# led_pattern_gen

<file path="src/rtl/led_pattern_gen.sv">
// Multi-channel LED driver: per-channel off/solid/blink/chase on a shared tick timebase.
// Define LED_PWM_EN to build the PWM dimming stage driven by DUTY.
module led_pattern_gen #(
  parameter int CHANNELS = 10,
  parameter int CLK_HZ   = 50_000_000,
  parameter int TICK_HZ  = 1000,
  parameter int PERIOD_W = 12,
  parameter int PWM_W    = 8
) (
  input  logic                  CLOCK_50,
  input  logic                  RESET_N,
  input  logic [2*CHANNELS-1:0] MODE,
  input  logic [PERIOD_W-1:0]   HALF_PERIOD,
  input  logic [PWM_W-1:0]      DUTY,
  input  logic                  SYNC,
  output logic [CHANNELS-1:0]   LEDR
);

  localparam int DIV   = CLK_HZ / TICK_HZ;
  localparam int PRE_W = (DIV > 1) ? $clog2(DIV) : 1;
  localparam int POS_W = (CHANNELS > 1) ? $clog2(CHANNELS) : 1;

  typedef enum logic [1:0] {
    MODE_OFF   = 2'b00,
    MODE_SOLID = 2'b01,
    MODE_BLINK = 2'b10,
    MODE_CHASE = 2'b11
  } led_mode_e;

  logic [PRE_W-1:0]    pre_q, pre_d;
  logic [PERIOD_W-1:0] hp_cnt_q, hp_cnt_d;
  logic                phase_q, phase_d;
  logic [POS_W-1:0]    pos_q, pos_d;
  logic [CHANNELS-1:0] led_q, led_d;
  logic [PERIOD_W-1:0] hp_eff;
  logic                tick;
  logic                terminal;
  logic                pwm_on;

  assign tick     = (pre_q == PRE_W'(DIV - 1));
  assign hp_eff   = (HALF_PERIOD == '0) ? PERIOD_W'(1) : HALF_PERIOD;
  // >= rather than == so a shrinking HALF_PERIOD ends the period on the next tick
  assign terminal = tick && (hp_cnt_q >= (hp_eff - PERIOD_W'(1)));

  always_comb begin
    pre_d    = tick ? '0 : pre_q + PRE_W'(1);
    hp_cnt_d = hp_cnt_q;
    phase_d  = phase_q;
    pos_d    = pos_q;
    if (terminal) begin
      hp_cnt_d = '0;
      phase_d  = ~phase_q;
      if (CHANNELS > 1) begin
        pos_d = (pos_q == POS_W'(CHANNELS - 1)) ? '0 : pos_q + POS_W'(1);
      end
    end else if (tick) begin
      hp_cnt_d = hp_cnt_q + PERIOD_W'(1);
    end
    if (SYNC) begin
      pre_d    = '0;
      hp_cnt_d = '0;
      phase_d  = 1'b1;
      pos_d    = '0;
    end
  end

`ifdef LED_PWM_EN
  logic [PWM_W-1:0] pwm_cnt_q, pwm_cnt_d;

  always_comb begin
    pwm_cnt_d = SYNC ? '0 : pwm_cnt_q + PWM_W'(1);
  end

  always_ff @(posedge CLOCK_50 or negedge RESET_N) begin
    if (!RESET_N) begin
      pwm_cnt_q <= '0;
    end else begin
      pwm_cnt_q <= pwm_cnt_d;
    end
  end

  assign pwm_on = (pwm_cnt_q < DUTY) || (DUTY == '1);
`else
  logic unused_duty;
  assign unused_duty = ^DUTY;
  assign pwm_on      = 1'b1;
`endif

  always_comb begin
    led_d = '0;
    for (int i = 0; i < CHANNELS; i++) begin
      case (led_mode_e'(MODE[2*i +: 2]))
        MODE_OFF:   led_d[i] = 1'b0;
        MODE_SOLID: led_d[i] = pwm_on;
        MODE_BLINK: led_d[i] = phase_q & pwm_on;
        MODE_CHASE: led_d[i] = (pos_q == POS_W'(i)) & pwm_on;
        default:    led_d[i] = 1'b0;
      endcase
    end
  end

  always_ff @(posedge CLOCK_50 or negedge RESET_N) begin
    if (!RESET_N) begin
      pre_q    <= '0;
      hp_cnt_q <= '0;
      phase_q  <= 1'b0;
      pos_q    <= '0;
      led_q    <= '0;
    end else begin
      pre_q    <= pre_d;
      hp_cnt_q <= hp_cnt_d;
      phase_q  <= phase_d;
      pos_q    <= pos_d;
      led_q    <= led_d;
    end
  end

  assign LEDR = led_q;

endmodule

</file>
<file path="config.mk">
export PLATFORM = sky130hd
export DESIGN_NAME = led_pattern_gen
export DESIGN_NICKNAME = d
export VERILOG_FILES = /design/src/rtl/led_pattern_gen.sv
export SDC_FILE = /design/constraint.sdc
export NUM_CORES = 1
export LEC_CHECK = 0
export ABC_AREA = 0
export CORE_MARGIN = 10
export CORE_UTILIZATION = 46
export CTS_CLUSTER_DIAMETER = 100
export DETAILED_ROUTE_END_ITERATION = 10
export GPL_TIMING_DRIVEN = 0
export PLACE_DENSITY_LB_ADDON = 0.15
export SKIP_CTS_REPAIR_TIMING = 1
export SLEW_MARGIN = 0
export SYNTH_ARGS = -nofsm -noshare
export SYNTH_HDL_FRONTEND = slang
export SYNTH_SLANG_ARGS = --single-unit
</file>
<file path="constraint.sdc">
create_clock -name CLOCK_50 -period 2.1 [get_ports CLOCK_50]
set_input_delay 0.42 -clock CLOCK_50 [delete_from_list [all_inputs] [get_ports CLOCK_50]]
set_output_delay 0.42 -clock CLOCK_50 [all_outputs]
set_load 0.1 [all_outputs]
</file>
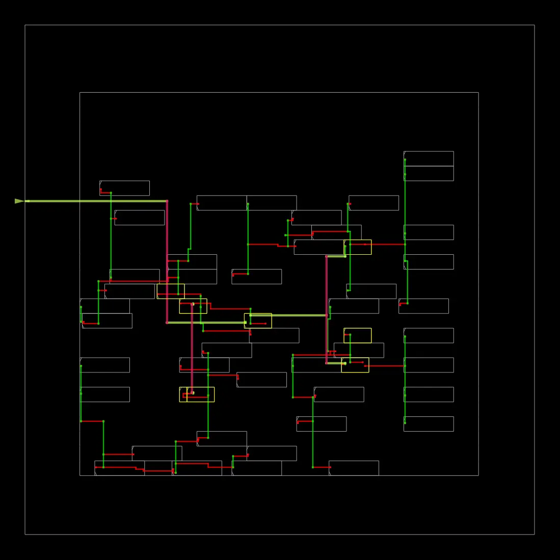
Fig. 1. Clock routing (led_pattern_gen).
Seq cells: 43
CTS buffer count: 5
clock sinks: 43
clk_skew: 0.00513 ns
Clk Latency, worst-skew pair: 0.29 ns

==> impl_metrics.yaml <==
# generated from flow reports
layout:
  seq_share_pct: 31.7
  n_all_buffers: 59
  comb_area_share_pct: 44.5
  final-seq-area_um2: 1080
pwr:
  powerClk_w: 0.000574
  combPwrFrac_pct: 19.7
  powerSeq_w: 0.000856
  peakVddDrop_v: 0.000435
grt:
  use_met1_pct: 17.5
  grt_pass1_vias: 2071
critical_path:
  r2r_slack_ns: -0.28
  startpoint_type: "input port"
  critical-path-top-delay-family: "simple AND/OR/NAND/NOR gates"
  slowest_stage: "nor4_4"
  rr_startpoint: "hp_cnt_q[0]$_DFFE_PN0P_"
  required_ns: 2.27
sta:
  setup_violations: 25
  min_period_over_period_pct: 164
  layout_setup_ws_ns: -1.34
  fmax_mhz: 291
clock_network:
  root_buffer: "clkbuf_8"
detailed_routing:
  drtIter0Drc: 107
  ant_nets: 0
  drc: 0
  m1WireLength_mm: 2.80
yosys:
  syn_avg_cell_area_um2: 9.34
  ff_type: "dfrtp_1"
  yosysSeqAreaShare_pct: 42.7
  synth_nets: 328
  ys_warn_count: 0
  async_reset_ff_share_pct: 100
  ys_ff: 43
run_status:
  status: "complete, but fails checks"
  violations: "setup timing"
place:
  post-place-ws_ns: -2.04
[worst max path at each step]
stage | end | cells after the start | slack, ns
finish | phase_q$_DFFE_PN0P_ | 17 | -1.34
CTS | pos_q[3]$_DFFE_PN0P_ | 15 | -1.75
global placement | pos_q[3]$_DFFE_PN0P_ | 16 | -1.86
global route | phase_q$_DFFE_PN0P_ | 17 | -1.50
floorplan | pos_q[3]$_DFFE_PN0P_ | 15 | -0.89
detailed placement | pos_q[3]$_DFFE_PN0P_ | 15 | -2.04
[flip-flops by register name, summed over array words and instances, names as in the netlist]
name      cells
pre_q        16
pos_q         4
LEDR         10
hp_cnt_q     12
phase_q       1

# instr_fetch_unit

Fig. 2: instr_fetch_unit, power grid
Drawn at 4 px/um. Pins as bars on the die edge. Tap cells in gray.
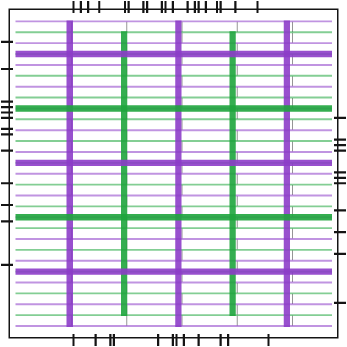
`config.mk`:
```
export PLATFORM = sky130hd
export DESIGN_NAME = instr_fetch_unit
export DESIGN_NICKNAME = d
export VERILOG_FILES = /design/src/rtl/instr_fetch_unit.sv
export SDC_FILE = /design/constraint.sdc
export NUM_CORES = 1
export LEC_CHECK = 0
export ABC_AREA = 1
export CELL_PAD_IN_SITES_DETAIL_PLACEMENT = 1
export CELL_PAD_IN_SITES_GLOBAL_PLACEMENT = 2
export CORE_UTILIZATION = 26
export CTS_CLUSTER_SIZE = 30
export DETAILED_ROUTE_END_ITERATION = 8
export PLACE_DENSITY_LB_ADDON = 0.25
export SETUP_SLACK_MARGIN = 0.15
export SLEW_MARGIN = 20
export SYNTH_ARGS = -nofsm -noshare
export SYNTH_HDL_FRONTEND = slang
export SYNTH_SLANG_ARGS = --single-unit
```
`constraint.sdc`:
```
create_clock -name CLK -period 2 [get_ports CLK]
set_input_delay 0.2 -clock CLK [delete_from_list [all_inputs] [get_ports CLK]]
set_output_delay 0.2 -clock CLK [all_outputs]
set_load 0.01 [all_outputs]
```
`src/rtl/instr_fetch_unit.sv`:
```
// Instruction fetch front end for the 9-bit core: PC, ROM address, registered word/valid.
// Optional performance counters are enabled with the FETCH_PERF_CNT_EN macro.
module instr_fetch_unit #(
    parameter int unsigned                PC_W      = 10,
    parameter int unsigned                INSTR_W   = 9,
    parameter logic [PC_W-1:0]            START_PC  = '0,
    parameter logic [INSTR_W-1:0]         HALT_WORD = '1
) (
    input  logic               CLK,
    input  logic               RESET_N,
    input  logic               start_i,
    input  logic               stall_i,
    input  logic               redirect_i,
    input  logic [PC_W-1:0]    redirect_pc_i,
    output logic [PC_W-1:0]    imem_addr_o,
    input  logic [INSTR_W-1:0] imem_data_i,
    output logic [INSTR_W-1:0] instr_o,
    output logic [PC_W-1:0]    pc_o,
    output logic               instr_valid_o,
    output logic               done_o
`ifdef FETCH_PERF_CNT_EN
    ,
    output logic [15:0]        cycle_cnt_o,
    output logic [15:0]        fetch_cnt_o
`endif
);

    typedef enum logic [1:0] {
        S_IDLE   = 2'd0,
        S_RUN    = 2'd1,
        S_HALTED = 2'd2
    } state_t;

    state_t               state_q, state_d;
    logic [PC_W-1:0]      fetch_pc_q, fetch_pc_d;
    logic [INSTR_W-1:0]   instr_q, instr_d;
    logic [PC_W-1:0]      pc_q, pc_d;
    logic                 valid_q, valid_d;
    logic                 done_q, done_d;
    logic                 capture;
    logic                 start_accept;

`ifdef FETCH_PERF_CNT_EN
    logic [15:0]          cycle_cnt_q, cycle_cnt_d;
    logic [15:0]          fetch_cnt_q, fetch_cnt_d;
`endif

    // Priority inside RUN: redirect, then stall, then halt detection, then capture.
    always_comb begin
        state_d      = state_q;
        fetch_pc_d   = fetch_pc_q;
        instr_d      = instr_q;
        pc_d         = pc_q;
        valid_d      = valid_q;
        done_d       = done_q;
        capture      = 1'b0;
        start_accept = 1'b0;
        unique case (state_q)
            S_IDLE: begin
                if (start_i) begin
                    state_d      = S_RUN;
                    fetch_pc_d   = START_PC;
                    start_accept = 1'b1;
                end
            end
            S_RUN: begin
                if (redirect_i) begin
                    fetch_pc_d = redirect_pc_i;
                    valid_d    = 1'b0;
                end else if (stall_i) begin
                    valid_d    = valid_q;
                end else if (imem_data_i == HALT_WORD) begin
                    state_d    = S_HALTED;
                    valid_d    = 1'b0;
                    done_d     = 1'b1;
                end else begin
                    capture    = 1'b1;
                    instr_d    = imem_data_i;
                    pc_d       = fetch_pc_q;
                    valid_d    = 1'b1;
                    fetch_pc_d = fetch_pc_q + 1'b1;
                end
            end
            S_HALTED: begin
                valid_d = 1'b0;
                if (start_i) begin
                    state_d      = S_RUN;
                    fetch_pc_d   = START_PC;
                    done_d       = 1'b0;
                    start_accept = 1'b1;
                end
            end
            default: begin
                state_d = S_IDLE;
            end
        endcase
    end

`ifdef FETCH_PERF_CNT_EN
    // Counters saturate and only advance while running; HALTED leaves them frozen.
    always_comb begin
        cycle_cnt_d = cycle_cnt_q;
        fetch_cnt_d = fetch_cnt_q;
        if (start_accept) begin
            cycle_cnt_d = '0;
            fetch_cnt_d = '0;
        end else if (state_q == S_RUN) begin
            if (cycle_cnt_q != 16'hFFFF) begin
                cycle_cnt_d = cycle_cnt_q + 16'd1;
            end
            if (capture && (fetch_cnt_q != 16'hFFFF)) begin
                fetch_cnt_d = fetch_cnt_q + 16'd1;
            end
        end
    end
`endif

    always_ff @(posedge CLK) begin
        if (!RESET_N) begin
            state_q    <= S_IDLE;
            fetch_pc_q <= START_PC;
            instr_q    <= '0;
            pc_q       <= '0;
            valid_q    <= 1'b0;
            done_q     <= 1'b0;
`ifdef FETCH_PERF_CNT_EN
            cycle_cnt_q <= '0;
            fetch_cnt_q <= '0;
`endif
        end else begin
            state_q    <= state_d;
            fetch_pc_q <= fetch_pc_d;
            instr_q    <= instr_d;
            pc_q       <= pc_d;
            valid_q    <= valid_d;
            done_q     <= done_d;
`ifdef FETCH_PERF_CNT_EN
            cycle_cnt_q <= cycle_cnt_d;
            fetch_cnt_q <= fetch_cnt_d;
`endif
        end
    end

    assign imem_addr_o   = fetch_pc_q;
    assign instr_o       = instr_q;
    assign pc_o          = pc_q;
    assign instr_valid_o = valid_q;
    assign done_o        = done_q;
`ifdef FETCH_PERF_CNT_EN
    assign cycle_cnt_o   = cycle_cnt_q;
    assign fetch_cnt_o   = fetch_cnt_q;
`endif

endmodule

```
==> impl_metrics.yaml <==
# generated from flow reports
layout:
  n_antenna_cell: 0
  layoutNonFillerInstCount: 370
  num-nonclk-inverters: 24
  area_share_clock_buf_inv_pct: 4.87
  layout-drive-gt1-share_pct: 12.5
grt:
  met3_usage_pct: 3.33
  grt_util_met2_pct: 26.6
  grt_pass1_wl_mm: 7.98
sta:
  fmax_mhz: 633
  setup_violations: 0
detailed_routing:
  wl_met3_um: 176
  dr_wl_met2_mm: 2.45
  wl_per_cell_um: 13.8
critical_path:
  critical-path-top-delay-family: "simple AND/OR/NAND/NOR gates"
  r2r_cells: 6
job:
  tool_warnings: 26
min_path:
  min_to: "done_o$_SDFFE_PN0P_"
die:
  core_um2: 6030
  row_count: 28
yosys:
  ys_warn_count: 0
  area_leaders: "dfxtp_1 (40%), nand2_1 (13%), o21ai_0 (7.3%)"
run_status:
  status: "complete, no violations"
place:
  port_buffers: 54
clock_network:
  cts_tree: "yes"
Notes on Fig. 2 above:
legend:
  purple:
    net: VSS
  green:
    net: VDD
met1 rails: 29
met4 straps: 5
rows: 28
signal pins: 55
met5 straps: 5

[report_power, final]
group | internal (W) | switching (W)
combinational | 0.000134 | 0.000144
sequential | 0.000687 | 0.0000288
clock | 0.000406 | 0.000249
[per-stage QoR]
stage	utilization, %	area (um^2)
global placement	37.6	2260
CTS	39.5	2380
floorplan	-	1650
global route	39.6	2390
detailed placement	37.6	2260
finish	39.6	2390
[cells by family after synthesis]
logic type	synth area share, %
compound gates	16.4
xor+xnor	0.530
fa+ha+maj	0.757
simple gates	33.1
flops	40.0
buf+inv	9.24

# tx_fcs_flat

Fig. 3: tx_fcs_flat, the metal 2 layer
Drawn at 4 px/um.
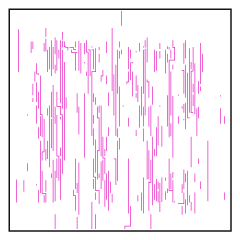
Fig. 4: tx_fcs_flat, routed metal, one color a layer
Drawn at 6 px/um.
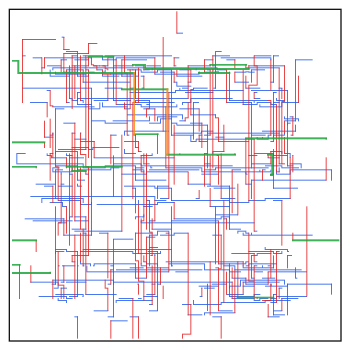
Fig. 5: tx_fcs_flat, signal wires on met3
Drawn at 4 px/um.
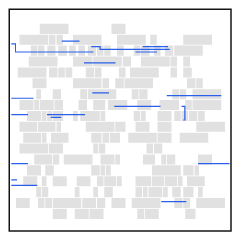
--- src/rtl/tx_fcs_if.sv ---
// Serial bit-stream bundle around the FCS generator: payload in from the
// frame assembler, framed bits out to the zero-insertion stage.
interface tx_fcs_if;
    logic TxBit;
    logic TxBitValid;
    logic TxBitLast;
    logic TxBitReady;
    logic TxOut;
    logic TxOutValid;
    logic TxOutLast;
    logic OutReady;

    modport master (
        output TxBit, TxBitValid, TxBitLast, OutReady,
        input  TxBitReady, TxOut, TxOutValid, TxOutLast
    );

    modport slave (
        input  TxBit, TxBitValid, TxBitLast, OutReady,
        output TxBitReady, TxOut, TxOutValid, TxOutLast
    );
endinterface

--- src/rtl/tx_fcs.sv ---
// HDLC transmit FCS generator: passes payload bits through one output slot
// and appends the 16-bit CRC (x^16+x^15+x^2+1) MSB first after the last bit.
module tx_fcs #(
    parameter logic [15:0] FCS_INIT = 16'h0000
) (
    input  logic Clk,
    input  logic Rst,
    input  logic FCSen,
    input  logic StartFCS,
    input  logic Abort,
    output logic FCSBusy,
    tx_fcs_if.slave bus
);

    localparam int unsigned CRC_W = 16;
    localparam int unsigned CNT_W = 4;

    localparam logic [1:0] IDLE   = 2'd0;
    localparam logic [1:0] RUN    = 2'd1;
    localparam logic [1:0] APPEND = 2'd2;

    logic [1:0]       state_q, state_d;
    logic [CRC_W-1:0] crc_q, crc_d, crc_upd;
    logic [CNT_W-1:0] cnt_q, cnt_d;
    logic             fcs_en_q, fcs_en_d;
    logic             out_q, out_d;
    logic             valid_q, valid_d;
    logic             last_q, last_d;
    logic             slot_free;
    logic             accept;
    logic             fb;

    assign slot_free      = !valid_q || bus.OutReady;
    assign accept         = (state_q == RUN) && slot_free && bus.TxBitValid;
    assign bus.TxBitReady = (state_q == RUN) && slot_free;
    assign bus.TxOut      = out_q;
    assign bus.TxOutValid = valid_q;
    assign bus.TxOutLast  = last_q;
    assign FCSBusy        = (state_q != IDLE);

    // Serial CRC step for one payload bit
    assign fb      = bus.TxBit ^ crc_q[15];
    assign crc_upd = {crc_q[14] ^ fb, crc_q[13:2], crc_q[1] ^ fb, crc_q[0], fb};

    always_ff @(posedge Clk) begin
        if (Rst) begin
            state_q  <= IDLE;
            crc_q    <= FCS_INIT;
            cnt_q    <= '0;
            fcs_en_q <= 1'b0;
            out_q    <= 1'b0;
            valid_q  <= 1'b0;
            last_q   <= 1'b0;
        end else begin
            state_q  <= state_d;
            crc_q    <= crc_d;
            cnt_q    <= cnt_d;
            fcs_en_q <= fcs_en_d;
            out_q    <= out_d;
            valid_q  <= valid_d;
            last_q   <= last_d;
        end
    end

    always_comb begin
        state_d  = state_q;
        crc_d    = crc_q;
        cnt_d    = cnt_q;
        fcs_en_d = fcs_en_q;
        out_d    = out_q;
        valid_d  = valid_q;
        last_d   = last_q;

        // A take empties the slot unless something reloads it below
        if (valid_q && bus.OutReady) begin
            valid_d = 1'b0;
            last_d  = 1'b0;
        end

        case (state_q)
            IDLE: begin
                if (StartFCS) begin
                    state_d  = RUN;
                    crc_d    = FCS_INIT;
                    fcs_en_d = FCSen;
                end
            end
            RUN: begin
                if (accept) begin
                    out_d   = bus.TxBit;
                    valid_d = 1'b1;
                    last_d  = 1'b0;
                    crc_d   = crc_upd;
                    if (bus.TxBitLast) begin
                        if (fcs_en_q) begin
                            state_d = APPEND;
                            cnt_d   = CNT_W'(15);
                        end else begin
                            state_d = IDLE;
                            last_d  = 1'b1;
                        end
                    end
                end
            end
            APPEND: begin
                if (slot_free) begin
                    out_d   = crc_q[15];
                    crc_d   = {crc_q[14:0], 1'b0};
                    valid_d = 1'b1;
                    last_d  = (cnt_q == '0);
                    cnt_d   = cnt_q - CNT_W'(1);
                    if (cnt_q == '0) begin
                        state_d = IDLE;
                    end
                end
            end
            default: begin
                state_d = IDLE;
            end
        endcase

        // Abort drops the frame and any pending output bit
        if (Abort) begin
            state_d = IDLE;
            valid_d = 1'b0;
            last_d  = 1'b0;
            crc_d   = FCS_INIT;
        end
    end

endmodule

--- src/flat_wrapper.sv ---
// flat-port wrapper written by rule: the top's interface ports become plain ports
module tx_fcs_flat 
#(
    parameter logic [15:0] FCS_INIT = 16'h0000
)
  (Clk, Rst, FCSen, StartFCS, Abort, FCSBusy, bus_TxBit, bus_TxBitValid, bus_TxBitLast, bus_OutReady, bus_TxBitReady, bus_TxOut, bus_TxOutValid, bus_TxOutLast);
  tx_fcs_if bus_i ();
  input  logic Clk;
  input  logic Rst;
  input  logic FCSen;
  input  logic StartFCS;
  input  logic Abort;
  output logic FCSBusy;
  input wire logic [$bits(bus_i.TxBit)-1:0] bus_TxBit;
  input wire logic [$bits(bus_i.TxBitValid)-1:0] bus_TxBitValid;
  input wire logic [$bits(bus_i.TxBitLast)-1:0] bus_TxBitLast;
  input wire logic [$bits(bus_i.OutReady)-1:0] bus_OutReady;
  output wire logic [$bits(bus_i.TxBitReady)-1:0] bus_TxBitReady;
  output wire logic [$bits(bus_i.TxOut)-1:0] bus_TxOut;
  output wire logic [$bits(bus_i.TxOutValid)-1:0] bus_TxOutValid;
  output wire logic [$bits(bus_i.TxOutLast)-1:0] bus_TxOutLast;
  assign bus_i.TxBit = bus_TxBit;
  assign bus_i.TxBitValid = bus_TxBitValid;
  assign bus_i.TxBitLast = bus_TxBitLast;
  assign bus_i.OutReady = bus_OutReady;
  assign bus_TxBitReady = bus_i.TxBitReady;
  assign bus_TxOut = bus_i.TxOut;
  assign bus_TxOutValid = bus_i.TxOutValid;
  assign bus_TxOutLast = bus_i.TxOutLast;
  tx_fcs #(.FCS_INIT(FCS_INIT)) u_core (.Clk(Clk), .Rst(Rst), .FCSen(FCSen), .StartFCS(StartFCS), .Abort(Abort), .FCSBusy(FCSBusy), .bus(bus_i));
endmodule
--- config.mk ---
export PLATFORM = sky130hd
export DESIGN_NAME = tx_fcs_flat
export DESIGN_NICKNAME = d
export VERILOG_FILES = /design/src/rtl/tx_fcs_if.sv /design/src/rtl/tx_fcs.sv /design/src/flat_wrapper.sv
export SDC_FILE = /design/constraint.sdc
export NUM_CORES = 1
export LEC_CHECK = 0
export CAP_MARGIN = 15
export CELL_PAD_IN_SITES_DETAIL_PLACEMENT = 0
export CELL_PAD_IN_SITES_GLOBAL_PLACEMENT = 1
export CORE_UTILIZATION = 47
export CTS_BUF_LIST = sky130_fd_sc_hd__clkbuf_8
export DETAILED_ROUTE_END_ITERATION = 10
export PLACE_DENSITY = 0.84
export SLEW_MARGIN = 10
export SYNTH_ARGS = -nofsm -noshare
export SYNTH_HDL_FRONTEND = slang
export SYNTH_SLANG_ARGS = --single-unit
--- constraint.sdc ---
create_clock -name Clk -period 3.51 [get_ports Clk]
set_input_delay 0.351 -clock Clk [delete_from_list [all_inputs] [get_ports Clk]]
set_output_delay 0.351 -clock Clk [all_outputs]
set_load 0.05 [all_outputs]
==> impl_metrics.yaml <==
# generated from flow reports
detailed_routing:
  wl_mm: 2.82
  drc: 0
  ant_nets: 0
  firstDrtPassIters: 4
  vias: 1150
pwr:
  p_seq_share_pct: 55.6
  switching_power_w: 0.000139
  p_leak_nw: 0.512
  p_clk_share_pct: 31.3
critical_path:
  crit_fanout: 11
  r2r_cells: 6
  startpoint_type: "flop"
  required_ns: 3.16
  critical-path-top-delay-family: "buffers and inverters"
  arrival_ns: 2.07
  startpoint: "u_core.state_q[1]$_SDFFE_PP0P_"
  cp.depth: 4
  cp-endpoint: "bus_TxBitReady"
yosys:
  aoi_share_pct: 23.1
  syn_inst: 157
  ys_ff: 26
  yosys_cells: 157
  ys_top_cells_by_count: "dfxtp_1 (26), a21oi_1 (20), o21ai_0 (16), nand4_1 (14), inv_1 (11)"
  synth-edff-count: 0
  simple_gate_share_pct: 19.9
  synth_xor_xnor_area_share_pct: 0.662
sta:
  hold_viol: 0
  whs_ns: 0.477
  min_period_over_period_pct: 69.1
  worstMarginPinSlew_ns: 0.564
  maxSlewHeadroom_pct: 62.3
layout:
  finish.utilization_pct: 58.1
  layout-drive-gt1-share_pct: 5.52
  n_antenna_cell: 0
  top_regs: "u_core.crc_q x16, u_core.cnt_q x4, u_core.state_q x2"
  largest_register: "u_core.crc_q"
  final-seq-area_um2: 520
  design_area_um2: 1490
  synthToLayoutAreaGrowth_pct: 12.8
  layout_top_cell: "dfxtp_1"
  final_cell_mix: "dfxtp_1 (26), a21oi_1 (20), o21ai_0 (16)"
  nNetsFinal: 180
clock_network:
  cts_buffers: 3
  clock_latency_ns: 0.27
  clkSinkCount: 26
  htree_levels: 1
  ctsResizeCount: 0
  hold_buffers: 0
die:
  fp-utilization_pct: 51.5
  row_count: 18
grt:
  use_met1_pct: 26.7
  grt_pass1_wl_mm: 4.43
  grt_util_met2_pct: 34.3
run_status:
  status: "complete, no violations"
Notes on Fig. 3 above:
wire length on this layer: 1290 um
share of all routed wire: 46%
longest straight run: 24.5 um
main direction: vertical

Notes on Fig. 4 above:
legend:
  red:
    layer: metal 2
    wire_length: 1290 um
  orange:
    layer: metal 4
    wire_length: 21.1 um
  blue:
    layer: metal 1
    wire_length: 1360 um
  green:
    layer: metal 3
    wire_length: 143 um

Notes on Fig. 5 above:
share of all routed wire: 5.1%
nets with wire on the layer: 16
longest straight run: 19.3 um
main direction: horizontal
wire length on this layer: 143 um

-- final cells by class --
type | count | area share, %
clock buffer | 3 | 2.77
inverter | 11 | 2.77
multi-input combinational | 109 | 47.8
sequential | 26 | 34.9
tap | 30 | 2.52
timing repair buffer | 14 | 9.23
-- power groups by stage --
stage	registers, W	clock network, W	logic, W
3_3_place_gp	0.000307	0	0.0000694
2_1_floorplan	0.000307	0	0.0000464
5_1_grt	0.000300	0.000185	0.0000758
6_report	0.000300	0.000169	0.0000709
3_5_place_dp	0.000307	0	0.0000700
4_1_cts	0.000300	0.000174	0.0000701

# col_norm_sq_accum

Fig. 6: col_norm_sq_accum, the metal 2 layer
Drawn at 1.5 px/um.
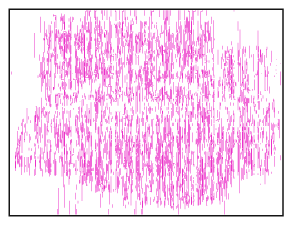
Fig. 7: col_norm_sq_accum, signal wires on met3
Drawn at 1.5 px/um.
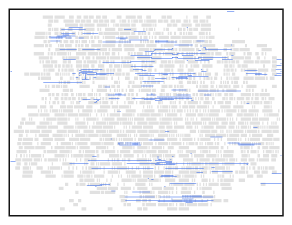
Fig. 8: col_norm_sq_accum, routed metal, one color a layer
Drawn at 2 px/um.
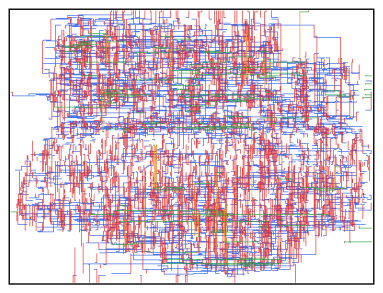
**config.mk**
```make
export PLATFORM = sky130hd
export DESIGN_NAME = col_norm_sq_accum
export DESIGN_NICKNAME = d
export VERILOG_FILES = /design/src/rtl/col_norm_sq_accum.sv
export SDC_FILE = /design/constraint.sdc
export NUM_CORES = 1
export LEC_CHECK = 0
export CORE_ASPECT_RATIO = 0.75
export CORE_UTILIZATION = 55
export DETAILED_ROUTE_END_ITERATION = 12
export PLACE_DENSITY = 0.81
export SYNTH_ARGS = -nofsm -noshare
export SYNTH_HDL_FRONTEND = slang
export SYNTH_SLANG_ARGS = --single-unit
```
**constraint.sdc**
```tcl
create_clock -name clk -period 12.2 [get_ports clk]
set_input_delay 2.44 -clock clk [delete_from_list [all_inputs] [get_ports clk]]
set_output_delay 2.44 -clock clk [all_outputs]
set_load 0.1 [all_outputs]
```
**src/rtl/col_norm_sq_accum.sv**
```systemverilog
// Sum-of-squares accumulator feeding the Sqrt CORDIC: streams one Q7.8 column,
// launches the square-root unit with the Q24.8 sum and waits for its stop flag.
module col_norm_sq_accum #(
  parameter int unsigned N_MAX  = 16,
  parameter int unsigned DATA_W = 16
) (
  input  logic              clk,
  input  logic              rst,
  input  logic              in_valid,
  input  logic [DATA_W-1:0] in_data,
  input  logic              in_last,
  output logic              in_ready,
  output logic              sqrt_start,
  output logic [31:0]       sqrt_in,
  input  logic              sqrt_done,
  output logic              col_done,
  output logic [4:0]        col_len,
  output logic              len_err
);

  typedef enum logic [1:0] {S_IDLE, S_ACCUM, S_LAUNCH, S_WAIT} state_t;

  state_t state, state_nx;

  logic [31:0]              acc;
  logic [4:0]               cnt;
  logic                     guard;
  logic signed [2*DATA_W-1:0] prod;
  logic [31:0]              sq;
  logic [31:0]              acc_nx;
  logic [4:0]               cnt_nx;
  logic                     xfer;
  logic                     hit;
  logic                     close;
  logic                     forced;

  assign prod   = $signed(in_data) * $signed(in_data);
  assign sq     = 32'(prod) >> 8;
  assign xfer   = in_valid && in_ready;
  assign acc_nx = (state == S_IDLE) ? sq : acc + sq;
  assign cnt_nx = (state == S_IDLE) ? 5'd1 : cnt + 5'd1;
  assign hit    = (cnt_nx == 5'(N_MAX));
  assign close  = xfer && (in_last || hit);
  // in_last on the boundary element ends the column normally
  assign forced = xfer && hit && !in_last && (state == S_ACCUM);

  always_ff @(posedge clk) begin
    if (!rst) begin
      state      <= S_IDLE;
      acc        <= '0;
      cnt        <= '0;
      guard      <= 1'b0;
      sqrt_in    <= '0;
      col_len    <= '0;
      len_err    <= 1'b0;
      col_done   <= 1'b0;
    end else begin
      state    <= state_nx;
      col_done <= (state == S_WAIT) && !guard && sqrt_done;
      if (xfer) begin
        acc <= acc_nx;
        cnt <= cnt_nx;
      end
      if (xfer && state == S_IDLE)
        len_err <= 1'b0;
      if (forced)
        len_err <= 1'b1;
      // Publish at the closing edge so sqrt_in is already stable during sqrt_start
      if (close) begin
        sqrt_in <= acc_nx;
        col_len <= cnt_nx;
      end
      if (state == S_LAUNCH)
        guard <= 1'b1;
      else if (state == S_WAIT)
        guard <= 1'b0;
    end
  end

  always_comb begin
    state_nx = state;
    unique case (state)
      S_IDLE: begin
        if (close)     state_nx = S_LAUNCH;
        else if (xfer) state_nx = S_ACCUM;
      end
      S_ACCUM: begin
        if (close) state_nx = S_LAUNCH;
      end
      S_LAUNCH: state_nx = S_WAIT;
      S_WAIT: begin
        // first WAIT cycle still sees the previous run's stop flag
        if (!guard && sqrt_done) state_nx = S_IDLE;
      end
      default: state_nx = S_IDLE;
    endcase
  end

  always_comb begin
    in_ready   = 1'b0;
    sqrt_start = 1'b0;
    unique case (state)
      S_IDLE, S_ACCUM: in_ready = rst;
      S_LAUNCH:        sqrt_start = 1'b1;
      default: ;
    endcase
  end

endmodule
```
==> impl_metrics.yaml <==
# generated from flow reports
die:
  row_count: 48
  fp.dieH_um: 137
  core_um2: 23400
clock_network:
  hold_buffers: 0
  htree_levels: 3
  postCtsSetupBuffers: 0
  cts.path.max_buffers: 2
  cts_buffers: 9
yosys:
  area_leaders: "fa_1 (36%), dfxtp_1 (12%), ha_1 (11%)"
  top_cell: "inv_1"
  ys_ff: 79
  largest_area_cell: "fa_1"
  async_reset_ff_share_pct: 0
  yosysSeqAreaShare_pct: 11.9
layout:
  layoutNonFillerInstCount: 1871
  comb_area_share_pct: 70.5
  num-nonclk-inverters: 339
  n_antenna_cell: 0
  n_clock_buffer: 10
  synthToLayoutAreaGrowth_pct: 9.46
  largest_class: "multi-input combinational cells"
  finish.utilization_pct: 62.3
  logic_gate_count: 1062
min_path:
  holdPathStages: 2
  hold_path_startpoint: "col_len[1]$_SDFFE_PN0P_"
critical_path:
  rr_startpoint: "state[0]$_SDFFE_PN0P_"
  cp-endpoint: "sqrt_in[27]$_SDFFE_PN0P_"
sta:
  finClkSkew_ns: 0.0105
  worstMarginPinSlew_ns: 1.05
  maxSlewViolCount: 0
place:
  port_buffers: 61
  hpwl_mm: 24.3
grt:
  antenna_found_initial: 1
  track_usage_pct: 26.2
  grt_pass1_wl_mm: 52.1
detailed_routing:
  m1WireLength_mm: 13.0
  ant_nets: 0
  dr_wl_met2_mm: 14.9
run_status:
  status: "complete, no violations"
Notes on Fig. 6 above:
wire length on this layer: 14900 um
nets with wire on the layer: 1694
longest straight run: 40.8 um
main direction: vertical
share of all routed wire: 50%

Notes on Fig. 7 above:
longest straight run: 58.4 um
main direction: horizontal

Notes on Fig. 8 above:
legend:
  blue:
    layer: metal 1
    wire_length: 13000 um
  green:
    layer: metal 3
    wire_length: 1530 um
  orange:
    layer: metal 4
    wire_length: 449 um
  red:
    layer: metal 2
    wire_length: 14900 um

metal layers:
layer	vias to the layer above	GRT usage (%)
met5	-	0
met4	0	4.33
met2	294	46.7
met3	47	3.09
met1	5221	34.9
li1	4896	-


## Gallery

Clock routing.
panel A
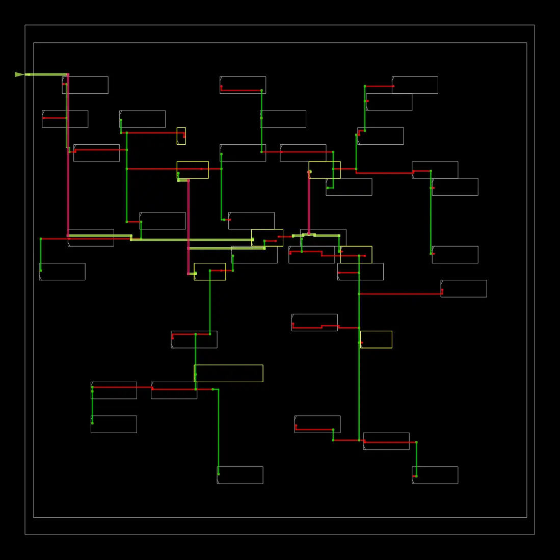
panel B
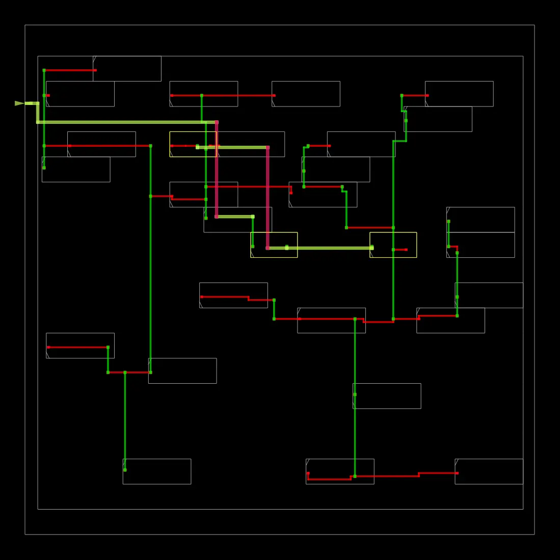
panel C
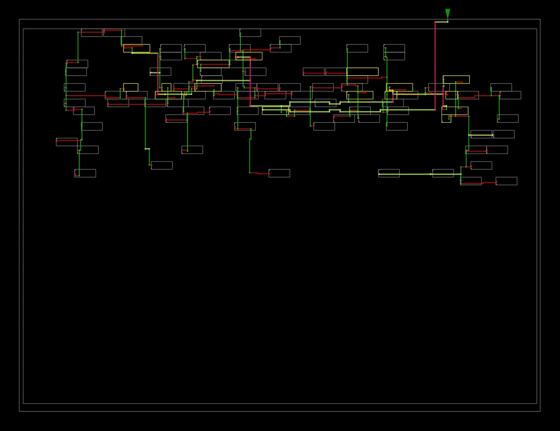
Of these, most sequential cells: panel C
Of these, fewest sequential cells: panel B
tx_fcs_flat: panel B
instr_fetch_unit: panel A
col_norm_sq_accum: panel C

Power is estimated from default activity; no workload was simulated.
